######## hazard_ctrl ########
Fig. 1: hazard_ctrl, wiring heat map
The bar under the picture is 20 um long. The die is cut into 14 by 14 equal tiles; dark blue is low, red is high, scaled to the fullest tile. Values are wire area over tile area, all layers added.
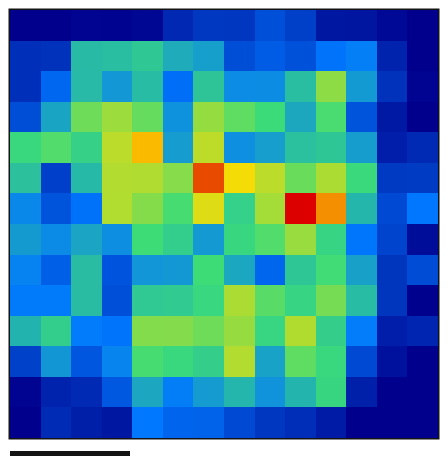

## config.mk

```make
export PLATFORM = sky130hd
export DESIGN_NAME = hazard_ctrl
export DESIGN_NICKNAME = d
export VERILOG_FILES = /design/src/rtl/hazard_ctrl.sv
export SDC_FILE = /design/constraint.sdc
export NUM_CORES = 1
export LEC_CHECK = 0
export CORE_MARGIN = 2
export CORE_UTILIZATION = 53
export CTS_CLUSTER_DIAMETER = 60
export DETAILED_ROUTE_END_ITERATION = 10
export PLACE_DENSITY = 0.89
export SLEW_MARGIN = 20
export SYNTH_ARGS = -nofsm -noshare
export SYNTH_HDL_FRONTEND = slang
export SYNTH_SLANG_ARGS = --single-unit
export TNS_END_PERCENT = 5
```

## constraint.sdc

```tcl
create_clock -name clk -period 6.6 [get_ports clk]
set_input_delay 1.32 -clock clk [delete_from_list [all_inputs] [get_ports clk]]
set_output_delay 1.32 -clock clk [all_outputs]
set_load 0.005 [all_outputs]
```

## src/rtl/hazard_ctrl.sv

```systemverilog
// Front-end sequencing controller for the 5-stage MIPS core: resolves load-use,
// taken-branch and mul/div occupancy into PC / IF/ID / ID/EX enables and flushes.
module hazard_ctrl #(
   parameter int MDU_LAT = 32,
   parameter int CNT_W   = 16
) (
   input  logic             clk,
   input  logic             rst,
   input  logic [4:0]       id_rs,
   input  logic [4:0]       id_rt,
   input  logic             id_use_rs,
   input  logic             id_use_rt,
   input  logic             id_mdu_op,
   input  logic             id_branch_taken,
   input  logic             ex_mem_read,
   input  logic [4:0]       ex_wreg,
   input  logic             clr_cnt,
   output logic             pc_en,
   output logic             if_id_en,
   output logic             if_id_flush,
   output logic             id_ex_flush,
   output logic             mdu_busy,
   output logic [CNT_W-1:0] stall_cnt,
   output logic [CNT_W-1:0] flush_cnt,
   output logic             dbg_state
);

   typedef enum logic {RUN = 1'b0, MDU_WAIT = 1'b1} state_t;

   localparam logic [7:0]       MDU_LAT_M1 = 8'(MDU_LAT - 1);
   localparam logic [CNT_W-1:0] CNT_MAX    = '1;
   localparam logic [CNT_W-1:0] CNT_ONE    = CNT_W'(1);

   state_t     state, state_nxt;
   logic [7:0] mdu_cnt, mdu_cnt_nxt;
   logic       load_use;
   logic       br_flush;

   // $zero is never a real producer, so it can never create a hazard.
   assign load_use = ex_mem_read && (ex_wreg != 5'd0) &&
                     ((id_use_rs && (id_rs == ex_wreg)) ||
                      (id_use_rt && (id_rt == ex_wreg)));

   assign dbg_state = (state == MDU_WAIT);

   always_comb begin
      state_nxt   = state;
      mdu_cnt_nxt = mdu_cnt;
      pc_en       = 1'b1;
      if_id_en    = 1'b1;
      if_id_flush = 1'b0;
      id_ex_flush = 1'b0;
      mdu_busy    = 1'b0;
      br_flush    = 1'b0;
      case (state)
         RUN: begin
            if (load_use) begin
               pc_en       = 1'b0;
               if_id_en    = 1'b0;
               id_ex_flush = 1'b1;
            end else begin
               if (id_branch_taken) begin
                  if_id_flush = 1'b1;
                  br_flush    = 1'b1;
               end
               // The mdu op itself advances into EX; the wait starts next cycle.
               if (id_mdu_op) begin
                  state_nxt   = MDU_WAIT;
                  mdu_cnt_nxt = MDU_LAT_M1;
               end
            end
         end
         MDU_WAIT: begin
            pc_en       = 1'b0;
            if_id_en    = 1'b0;
            id_ex_flush = 1'b1;
            mdu_busy    = 1'b1;
            if (mdu_cnt == 8'd0) state_nxt = RUN;
            else                 mdu_cnt_nxt = mdu_cnt - 8'd1;
         end
         default: state_nxt = RUN;
      endcase
      if (!rst) begin
         pc_en       = 1'b0;
         if_id_en    = 1'b0;
         if_id_flush = 1'b1;
         id_ex_flush = 1'b1;
         mdu_busy    = 1'b0;
         br_flush    = 1'b0;
      end
   end

   always_ff @(posedge clk or negedge rst) begin
      if (!rst) begin
         state     <= RUN;
         mdu_cnt   <= 8'd0;
         stall_cnt <= '0;
         flush_cnt <= '0;
      end else begin
         state   <= state_nxt;
         mdu_cnt <= mdu_cnt_nxt;
         if (clr_cnt) begin
            stall_cnt <= '0;
            flush_cnt <= '0;
         end else begin
            if (!pc_en && (stall_cnt != CNT_MAX)) stall_cnt <= stall_cnt + CNT_ONE;
            if (br_flush && (flush_cnt != CNT_MAX)) flush_cnt <= flush_cnt + CNT_ONE;
         end
      end
   end

endmodule

```

######## pwm_ramp_ctrl ########
## src/rtl/pwm_ctrl_pkg.sv

```systemverilog
// pwm_ctrl_pkg: shared types and helpers for the PWM ramp controller.
//   state_e   : controller FSM states (idle / sweep).
//   ch_w      : channel-index width, max(1, clog2(n_ch)).
//   ramp_step : one bounded ramp step of a compare value toward its target.
package pwm_ctrl_pkg;

   typedef enum logic [0:0] {
      StIdle,
      StSweep
   } state_e;

   function automatic int unsigned ch_w(input int unsigned n_ch);
      int unsigned w;
      w = (n_ch <= 1) ? 1 : $clog2(n_ch);
      return w;
   endfunction

   // Operands are zero-extended to 32 bits, so the differences can never wrap
   // and the result lands exactly on tgt when it is within one step.
   function automatic logic [31:0] ramp_step(input logic [31:0] cur,
                                             input logic [31:0] tgt,
                                             input logic [31:0] step);
      logic [31:0] res;
      res = cur;
      if (tgt > cur) begin
         res = ((tgt - cur) > step) ? cur + step : tgt;
      end else if (tgt < cur) begin
         res = ((cur - tgt) > step) ? cur - step : tgt;
      end
      return res;
   endfunction

endpackage

```

## src/rtl/pwm_period_ctr.sv

```systemverilog
// pwm_period_ctr: free-running Width-bit counter with a terminal-count tick.
//   clk  : system clock
//   rst  : synchronous active-high reset, clears the count
//   en   : count enable
//   tick : high while the count is all ones (forced low during reset)
module pwm_period_ctr #(
   parameter int unsigned Width = 8
) (
   input  logic clk,
   input  logic rst,
   input  logic en,
   output logic tick
);

   logic [Width-1:0] count_q;

   always_ff @(posedge clk) begin
      if (rst) begin
         count_q <= '0;
      end else if (en) begin
         count_q <= count_q + Width'(1);
      end
   end

   assign tick = (count_q == '1) && !rst;

endmodule

```

## src/rtl/pwm_ramp_ctrl.sv

```systemverilog
// pwm_ramp_ctrl: multi-channel duty-cycle ramp controller in front of N_CH pwm instances.
// Target writes arrive on a valid/ready port; each channel's compare value moves toward
// its target by at most STEP per period and all lanes are published together at the
// period boundary.
//   clk, rst    : clock, synchronous active-high reset
//   wr_valid    : target write request
//   wr_ready    : write can be accepted this cycle (idle state, not in reset)
//   wr_chan     : channel index
//   wr_duty     : target compare value
//   cmp_out     : packed compare values, lane i at [i*CTR_LEN +: CTR_LEN]
//   period_tick : last cycle of each period
//   err         : sticky, a write to an out-of-range channel was accepted
//   wdog_trip   : watchdog fired (constant 0 unless PWM_CTRL_WDOG_EN is defined)
// Optional feature macro: PWM_CTRL_WDOG_EN (write-inactivity watchdog).
module pwm_ramp_ctrl
   import pwm_ctrl_pkg::*;
#(
   parameter int unsigned CTR_LEN = 8,
   parameter int unsigned N_CH    = 4,
   parameter int unsigned STEP    = 4
`ifdef PWM_CTRL_WDOG_EN
   ,
   parameter int unsigned WDOG_PERIODS = 64
`endif
) (
   input  logic                      clk,
   input  logic                      rst,
   input  logic                      wr_valid,
   output logic                      wr_ready,
   input  logic [ch_w(N_CH)-1:0]     wr_chan,
   input  logic [CTR_LEN-1:0]        wr_duty,
   output logic [N_CH*CTR_LEN-1:0]   cmp_out,
   output logic                      period_tick,
   output logic                      err,
   output logic                      wdog_trip
);

   localparam int unsigned ChW = ch_w(N_CH);

   state_e                    state_q, state_d;
   logic [ChW-1:0]            idx_q, idx_d;
   logic                      sweep_en;
   logic                      wr_fire;
   logic                      ch_ok;
   logic                      wdog_fire;
   logic                      err_q;
   logic [CTR_LEN-1:0]        tgt_q [N_CH];
   logic [CTR_LEN-1:0]        cur_q [N_CH];
   logic [N_CH*CTR_LEN-1:0]   cmp_q;

   pwm_period_ctr #(
      .Width (CTR_LEN)
   ) u_period_ctr (
      .clk  (clk),
      .rst  (rst),
      .en   (1'b1),
      .tick (period_tick)
   );

   always_comb begin
      state_d  = state_q;
      idx_d    = idx_q;
      wr_ready = 1'b0;
      sweep_en = 1'b0;
      unique case (state_q)
         StIdle: begin
            wr_ready = !rst;
            if (period_tick) begin
               state_d = StSweep;
               idx_d   = '0;
            end
         end
         StSweep: begin
            sweep_en = 1'b1;
            if (idx_q == ChW'(N_CH - 1)) begin
               state_d = StIdle;
               idx_d   = '0;
            end else begin
               idx_d = idx_q + ChW'(1);
            end
         end
         default: state_d = StIdle;
      endcase
   end

   always_ff @(posedge clk) begin
      if (rst) begin
         state_q <= StIdle;
         idx_q   <= '0;
      end else begin
         state_q <= state_d;
         idx_q   <= idx_d;
      end
   end

   assign wr_fire = wr_valid && wr_ready;
   assign ch_ok   = (32'(wr_chan) < N_CH);

   always_ff @(posedge clk) begin
      if (rst || wdog_fire) begin
         for (int i = 0; i < N_CH; i++) tgt_q[i] <= '0;
      end else if (wr_fire && ch_ok) begin
         for (int i = 0; i < N_CH; i++) begin
            if (wr_chan == ChW'(i)) tgt_q[i] <= wr_duty;
         end
      end
   end

   // One channel per sweep cycle; the sweep finishes well before the next tick.
   always_ff @(posedge clk) begin
      if (rst) begin
         for (int i = 0; i < N_CH; i++) cur_q[i] <= '0;
      end else if (sweep_en) begin
         for (int i = 0; i < N_CH; i++) begin
            if (idx_q == ChW'(i)) begin
               cur_q[i] <= CTR_LEN'(ramp_step(32'(cur_q[i]), 32'(tgt_q[i]), 32'(STEP)));
            end
         end
      end
   end

   // Publishing only on the tick edge keeps every pwm compare stable within a period.
   always_ff @(posedge clk) begin
      if (rst) begin
         cmp_q <= '0;
      end else if (period_tick) begin
         for (int i = 0; i < N_CH; i++) cmp_q[i*CTR_LEN +: CTR_LEN] <= cur_q[i];
      end
   end

   always_ff @(posedge clk) begin
      if (rst) begin
         err_q <= 1'b0;
      end else if (wr_fire && !ch_ok) begin
         err_q <= 1'b1;
      end
   end

   assign cmp_out = cmp_q;
   assign err     = err_q;

`ifdef PWM_CTRL_WDOG_EN
   localparam int unsigned WdW = $clog2(WDOG_PERIODS + 1);

   logic           wdog_q;
   logic [WdW-1:0] wdog_cnt_q;

   // An accepted write on the same tick wins over the trip.
   assign wdog_fire = period_tick && !wdog_q && !wr_fire &&
                      (wdog_cnt_q == WdW'(WDOG_PERIODS - 1));

   always_ff @(posedge clk) begin
      if (rst) begin
         wdog_cnt_q <= '0;
         wdog_q     <= 1'b0;
      end else begin
         if (wr_fire) begin
            wdog_cnt_q <= '0;
         end else if (period_tick && !wdog_q) begin
            wdog_cnt_q <= wdog_cnt_q + WdW'(1);
         end
         if (wdog_fire) begin
            wdog_q <= 1'b1;
         end else if (wr_fire && ch_ok) begin
            wdog_q <= 1'b0;
         end
      end
   end

   assign wdog_trip = wdog_q;
`else
   assign wdog_fire = 1'b0;
   assign wdog_trip = 1'b0;
`endif

endmodule

```

## config.mk

```make
export PLATFORM = sky130hd
export DESIGN_NAME = pwm_ramp_ctrl
export DESIGN_NICKNAME = d
export VERILOG_FILES = /design/src/rtl/pwm_ctrl_pkg.sv /design/src/rtl/pwm_period_ctr.sv /design/src/rtl/pwm_ramp_ctrl.sv
export SDC_FILE = /design/constraint.sdc
export NUM_CORES = 1
export LEC_CHECK = 0
export ABC_AREA = 1
export ABC_CLOCK_PERIOD_IN_PS = 3600
export CAP_MARGIN = 5
export CORE_MARGIN = 2
export CORE_UTILIZATION = 63
export CTS_BUF_LIST = sky130_fd_sc_hd__clkbuf_8
export DETAILED_ROUTE_END_ITERATION = 7
export PLACE_DENSITY_LB_ADDON = 0.12
export SYNTH_ARGS = -nofsm -noshare
export SYNTH_HDL_FRONTEND = slang
export SYNTH_SLANG_ARGS = --single-unit
```

## constraint.sdc

```tcl
create_clock -name clk -period 3.6 [get_ports clk]
set_input_delay 0.9 -clock clk [delete_from_list [all_inputs] [get_ports clk]]
set_output_delay 0.9 -clock clk [all_outputs]
set_load 0.05 [all_outputs]
```

######## note_frame_receiver ########
**config.mk**
```make
export PLATFORM = sky130hd
export DESIGN_NAME = note_frame_receiver
export DESIGN_NICKNAME = d
export VERILOG_FILES = /design/src/rtl/note_link_pkg.sv /design/src/rtl/note_bit_timer.sv /design/src/rtl/note_frame_receiver.sv
export SDC_FILE = /design/constraint.sdc
export NUM_CORES = 1
export LEC_CHECK = 0
export CORE_MARGIN = 2
export CORE_UTILIZATION = 30
export CTS_CLUSTER_DIAMETER = 120
export DETAILED_ROUTE_END_ITERATION = 6
export SYNTH_ARGS = -nofsm -noshare
export SYNTH_HDL_FRONTEND = slang
export SYNTH_SLANG_ARGS = --single-unit
```
**constraint.sdc**
```tcl
create_clock -name clk -period 2.52 [get_ports clk]
set_input_delay 0.504 -clock clk [delete_from_list [all_inputs] [get_ports clk]]
set_output_delay 0.504 -clock clk [all_outputs]
set_load 0.02 [all_outputs]
```
**src/rtl/note_link_pkg.sv**
```systemverilog
// rtl/note_link_pkg.sv - shared types and default constants for the serial note link
package note_link_pkg;

  // Receiver frame FSM states
  typedef enum logic [1:0] {
    IDLE   = 2'd0,
    RECV   = 2'd1,
    COMMIT = 2'd2
  } note_state_e;

  // Link defaults, also used by the transmitter side
  localparam int NOTE_COUNT        = 48;
  localparam int NOTE_BIT_PERIOD   = 8192;
  localparam int NOTE_SAMPLE_POINT = 64;

endpackage

```
**src/rtl/note_bit_timer.sv**
```systemverilog
// rtl/note_bit_timer.sv - sync edge detect, bit phase counter and sample strobe
module note_bit_timer
  import note_link_pkg::*;
#(
  parameter int BIT_PERIOD   = NOTE_BIT_PERIOD,
  parameter int SAMPLE_POINT = NOTE_SAMPLE_POINT
) (
  input  logic clk,
  input  logic rst_n,
  input  logic sync_i,
  output logic sample_tick_o
);

  localparam int PH_W = $clog2(BIT_PERIOD + 1);
  localparam logic [PH_W-1:0] PH_ONE    = PH_W'(1);
  localparam logic [PH_W-1:0] PH_LAST   = PH_W'(BIT_PERIOD);
  localparam logic [PH_W-1:0] PH_SAMPLE = PH_W'(SAMPLE_POINT);

  logic [PH_W-1:0] phase_q, phase_d;
  logic            sync_prev_q;
  logic            sync_rise;

  assign sync_rise     = sync_i & ~sync_prev_q;
  assign sample_tick_o = (phase_q == PH_SAMPLE);

  // Phase runs 1..BIT_PERIOD; a sync rising edge realigns it to the start of bit 0
  always_comb begin
    phase_d = phase_q + PH_ONE;
    if (sync_rise) begin
      phase_d = PH_ONE;
    end else if (phase_q == PH_LAST) begin
      phase_d = PH_ONE;
    end
  end

  // Phase and previous-sync registers
  always_ff @(posedge clk) begin
    if (!rst_n) begin
      phase_q     <= PH_ONE;
      sync_prev_q <= 1'b0;
    end else begin
      phase_q     <= phase_d;
      sync_prev_q <= sync_i;
    end
  end

endmodule

```
**src/rtl/note_frame_receiver.sv**
```systemverilog
// rtl/note_frame_receiver.sv - serial note frame receiver with link supervision; NOTE_FRAME_PARITY_EN adds an even-parity bit
module note_frame_receiver
  import note_link_pkg::*;
#(
  parameter int NUM_NOTES    = NOTE_COUNT,
  parameter int BIT_PERIOD   = NOTE_BIT_PERIOD,
  parameter int SAMPLE_POINT = NOTE_SAMPLE_POINT,
  parameter int TIMEOUT_BITS = 96
) (
  input  logic                 clk,
  input  logic                 rst_n,
  input  logic                 note_serial_sync,
  input  logic                 note_serial_data,
  output logic [NUM_NOTES-1:0] active,
  output logic                 frame_valid,
  output logic                 frame_error,
  output logic                 link_up
);

`ifdef NOTE_FRAME_PARITY_EN
  localparam int FRAME_BITS = NUM_NOTES + 1;
`else
  localparam int FRAME_BITS = NUM_NOTES;
`endif
  localparam int IDX_W = $clog2(FRAME_BITS + 1);
  localparam int TO_W  = $clog2(TIMEOUT_BITS + 1);
  localparam logic [IDX_W-1:0] IDX_ONE  = IDX_W'(1);
  localparam logic [IDX_W-1:0] IDX_LAST = IDX_W'(FRAME_BITS - 1);
  localparam logic [TO_W-1:0]  TO_ONE   = TO_W'(1);
  localparam logic [TO_W-1:0]  TO_MAX   = TO_W'(TIMEOUT_BITS);
  localparam logic [TO_W-1:0]  TO_PRE   = TO_W'(TIMEOUT_BITS - 1);

  note_state_e             state_q, state_d;
  logic [FRAME_BITS-1:0]   shift_q, shift_d;
  logic [IDX_W-1:0]        idx_q, idx_d;
  logic [TO_W-1:0]         cnt_q, cnt_d;
  logic [NUM_NOTES-1:0]    active_q, active_d;
  logic                    valid_q, valid_d;
  logic                    error_q, error_d;
  logic                    link_q, link_d;
  logic                    sample_tick;
  logic                    timeout_hit;
  logic                    frame_ok;

  note_bit_timer #(
    .BIT_PERIOD   (BIT_PERIOD),
    .SAMPLE_POINT (SAMPLE_POINT)
  ) u_bit_timer (
    .clk           (clk),
    .rst_n         (rst_n),
    .sync_i        (note_serial_sync),
    .sample_tick_o (sample_tick)
  );

  // The tick that brings the supervision counter to its limit
  assign timeout_hit = sample_tick & (cnt_q == TO_PRE);

`ifdef NOTE_FRAME_PARITY_EN
  assign frame_ok = ~(^shift_q);
`else
  assign frame_ok = 1'b1;
`endif

  assign active      = active_q;
  assign frame_valid = valid_q;
  assign frame_error = error_q;
  assign link_up     = link_q;

  // State and datapath registers
  always_ff @(posedge clk) begin
    if (!rst_n) begin
      state_q  <= IDLE;
      shift_q  <= '0;
      idx_q    <= '0;
      cnt_q    <= '0;
      active_q <= '0;
      valid_q  <= 1'b0;
      error_q  <= 1'b0;
      link_q   <= 1'b0;
    end else begin
      state_q  <= state_d;
      shift_q  <= shift_d;
      idx_q    <= idx_d;
      cnt_q    <= cnt_d;
      active_q <= active_d;
      valid_q  <= valid_d;
      error_q  <= error_d;
      link_q   <= link_d;
    end
  end

  // Next state: a timeout abandons any frame in progress; COMMIT always lasts one cycle
  always_comb begin
    state_d = state_q;
    case (state_q)
      IDLE: begin
        if (sample_tick && !timeout_hit && note_serial_sync) begin
          state_d = RECV;
        end
      end
      RECV: begin
        if (timeout_hit) begin
          state_d = IDLE;
        end else if (sample_tick && !note_serial_sync && (idx_q == IDX_LAST)) begin
          state_d = COMMIT;
        end
      end
      COMMIT:  state_d = IDLE;
      default: state_d = IDLE;
    endcase
  end

  // Datapath and outputs: bits enter at the top of the shift register so bit 0 lands at the LSB
  always_comb begin
    shift_d  = shift_q;
    idx_d    = idx_q;
    active_d = active_q;
    valid_d  = 1'b0;
    error_d  = 1'b0;
    link_d   = link_q;
    cnt_d    = cnt_q;
    if (sample_tick && (cnt_q != TO_MAX)) begin
      cnt_d = cnt_q + TO_ONE;
    end
    if (state_q == COMMIT) begin
      idx_d = '0;
      if (frame_ok) begin
        active_d = shift_q[NUM_NOTES-1:0];
        valid_d  = 1'b1;
        link_d   = 1'b1;
        cnt_d    = '0;
      end else begin
        error_d = 1'b1;
      end
    end else if (timeout_hit) begin
      idx_d    = '0;
      active_d = '0;
      link_d   = 1'b0;
      error_d  = 1'b1;
    end else if (sample_tick) begin
      if (state_q == IDLE) begin
        if (note_serial_sync) begin
          shift_d = {note_serial_data, shift_q[FRAME_BITS-1:1]};
          idx_d   = IDX_ONE;
        end
      end else if (state_q == RECV) begin
        shift_d = {note_serial_data, shift_q[FRAME_BITS-1:1]};
        if (note_serial_sync) begin
          error_d = 1'b1;
          idx_d   = IDX_ONE;
        end else begin
          idx_d = idx_q + IDX_ONE;
        end
      end
    end
  end

endmodule
```
Fig. 2: hazard_ctrl, sequential cells coloured by netlist name
The bar under the picture is 20 um long. Other sequential cells in the stronger grey, the rest of the logic in the fainter grey.
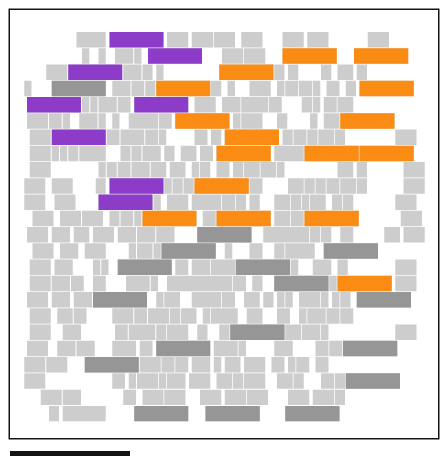
stall_cnt: marked orange, flops 16. mdu_cnt: marked purple, flops 8, where north-west.
Another 17 sequential cells are not coloured.

About Fig. 1:
The fullest tile reaches 0.56. The mean over all tiles is 0.18. 21% of the tiles are over half the peak. The densest ninth of the die: centre. 9.7% of the tiles are nearly empty.
Total Routed Length: 5810 um
GR Util All Layers: 0.239
DR WL/cell: 15.6 um
Via Count: 2,272

==> summary.txt, hazard_ctrl <==
fresh numbers from the pnr run: Compound Share, Synth 0.156, Seq/total area 0.325, Hold Crit Class flop to flop, die height 71.6 um, Total Power 0.000679 W, Tool Warnings 26, area grow syn2layout 30.2%, routability congestion estimate 0.859, Placed Area 0.00302 sq mm, Comb/total area 0.414, number of enable flip-flop cells 0, # diodes 0, final period utilization 0.753, Critical Path Sink if_id_en, CTS tree built, reg2reg setup slack 4.24 ns, most frequent cells in the layout clkdlybuf4s50_1 (59), dfrtp_1 (41), nand2_1 (25), a21oi_1 (25), nor2_1 (16), status finished clean
==> hazard_ctrl: metal layers <==
| metal | wire length [um] | vias up | track usage |
|---|---|---|---|
| li1 | - | 1093 | - |
| met1 | 2420 | 1098 | 0.295 |
| met2 | 2970 | 71 | 0.420 |
| met3 | 316 | 10 | 0.0450 |
| met4 | 89 | 0 | 0.0818 |
| met5 | 0 | - | 0 |
==> hazard_ctrl: sequential cells by signal, indices dropped and copies added (netlist names) <==
name / flops
mdu_cnt: 8
stall_cnt: 16
flush_cnt: 16
dbg_state: 1
Fig. 3: note_frame_receiver, routed metal, one colour a layer
The bar under the picture is 50 um long.
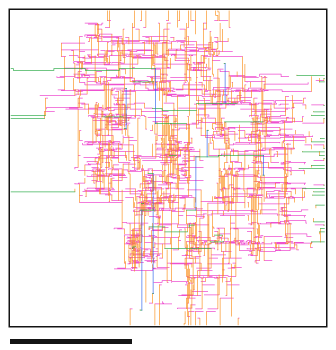
M1: marked magenta, wire length 4,490 um. M3: marked green, wire length 383 um. M4: marked blue, wire length 186 um. M2: marked orange, wire length 4,320 um.

==> summary.txt, note_frame_receiver <==
fresh numbers from the pnr run: status finished clean, Met3 Routed Length 383 um, FF+latch area 0.00258 sq mm, PnR worst setup slack 0.371 ns, core footprint 0.0153 sq mm, setup TNS 0 ns, asr flop ratio synth 0, Total Routed Length 9370 um, Hold Slack 0.468 ns, hold path depth 2, Critical Path Sink shift_q[21], initial antenna violation count 0, DR WL/cell 12.0 um, Biggest consumer the clock network, clkbuf count 17, Hold Crit Class flop to flop, io pins 55, Syn Std Cell Area 0.00469 sq mm, final net count 566, GR Util All Layers 0.117, Worst Setup SP u_bit_timer.phase_q[0], Period minus WS final 2.15 ns
-- note_frame_receiver: logic make-up (layout without fill, tap and decap cells) --
| kind of cell | Yosys count | after routing | synth area share |
|---|---|---|---|
| xor+xnor | 15 | 15 | 0.0280 |
| simple gates | 188 | 188 | 0.191 |
| buf+inv | 42 | 112 | 0.0464 |
| flops | 129 | 129 | 0.551 |
| fa+ha+maj | 5 | 5 | 0.0133 |
| compound gates | 121 | 121 | 0.170 |
Fig. 4: pwm_ramp_ctrl, cell classes on the final placement
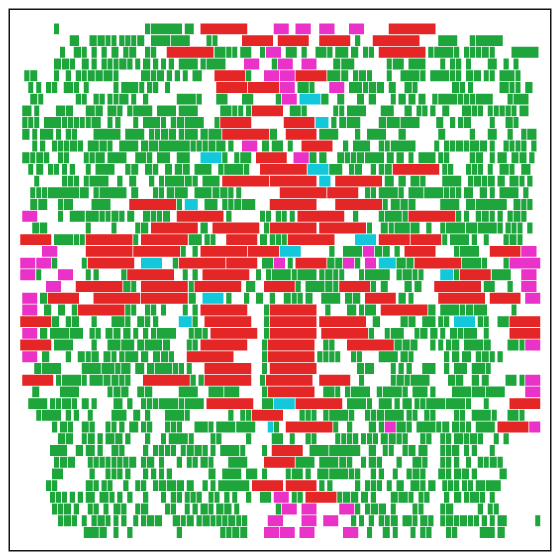
registers: marked red, cells 107, share of their area 28%. remaining logic cells: marked green, cells 1,209, share of their area 65%. clock drivers and dummy loads: marked cyan, cells 16, share of their area 1.8%. remaining buffers and delay cells: marked magenta, cells 51, share of their area 5.1%.
Design Area, Final: 0.0101 sq mm
Cell Rows: 44
core footprint: 0.0145 sq mm

==> summary.txt, pwm_ramp_ctrl <==
fresh numbers from the pnr run: Total Routed Length 22,200 um, Hold Crit Start cmp_out[3], Synth flops 107, share of the synthesized area in the top cell type 0.207, Total Power 0.00288 W, NetSw 0.00103 W, status finished clean, post-CTS setup buffer count 0, Synth Flop Type edfxtp_1, die width 125 um, die area 0.0157 sq mm, Hold Crit Class flop to flop, Dominant comb cell simple AND/OR/NAND/NOR gates, most frequent cells in the layout nand2_1 (345), inv_1 (211), nand3_1 (168), final net count 1,475
pwm_ramp_ctrl: critical path: cells and delay by family:
kind          cells  cell delay (ns)
buf+inv           3             1.01
simple gates      1             0.12
pwm_ramp_ctrl: final cells by class:
class / instances / area share
clock buffers: 9 / 0.0123
clock inverters: 7 / 0.00571
inverters: 225 / 0.0840
multi-input cells: 984 / 0.549
flip-flops and latches: 107 / 0.276
well taps: 184 / 0.0228
repair buffers: 51 / 0.0502
pwm_ramp_ctrl: state kept, by name, indices dropped and copies added, names as in the netlist:
name,flops
state_q,1
cmp_out,32
tgt_q,32
cur_q,32
u_period_ctr.count_q,8
idx_q,2


==> gallery <==
Routing congestion.
image #1
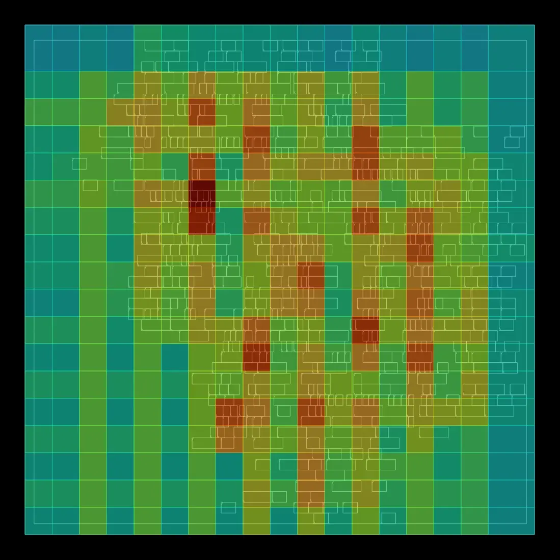
image #2
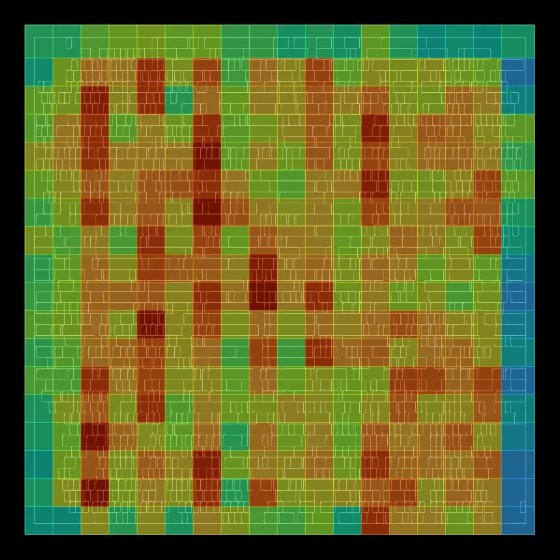
image #3
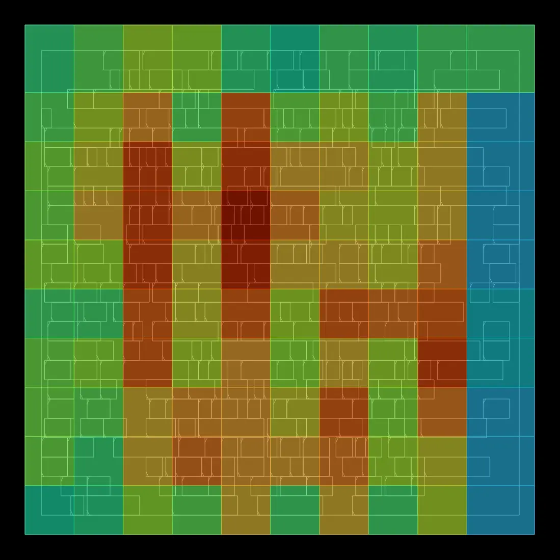
The one with the highest track usage is image #2.
The one with the lowest utilization is image #1.
Image #3 comes from hazard_ctrl.
Image #1 comes from note_frame_receiver.
Image #2 comes from pwm_ramp_ctrl.

Power figures rest on the tool's default switching activity, not on a simulated workload.
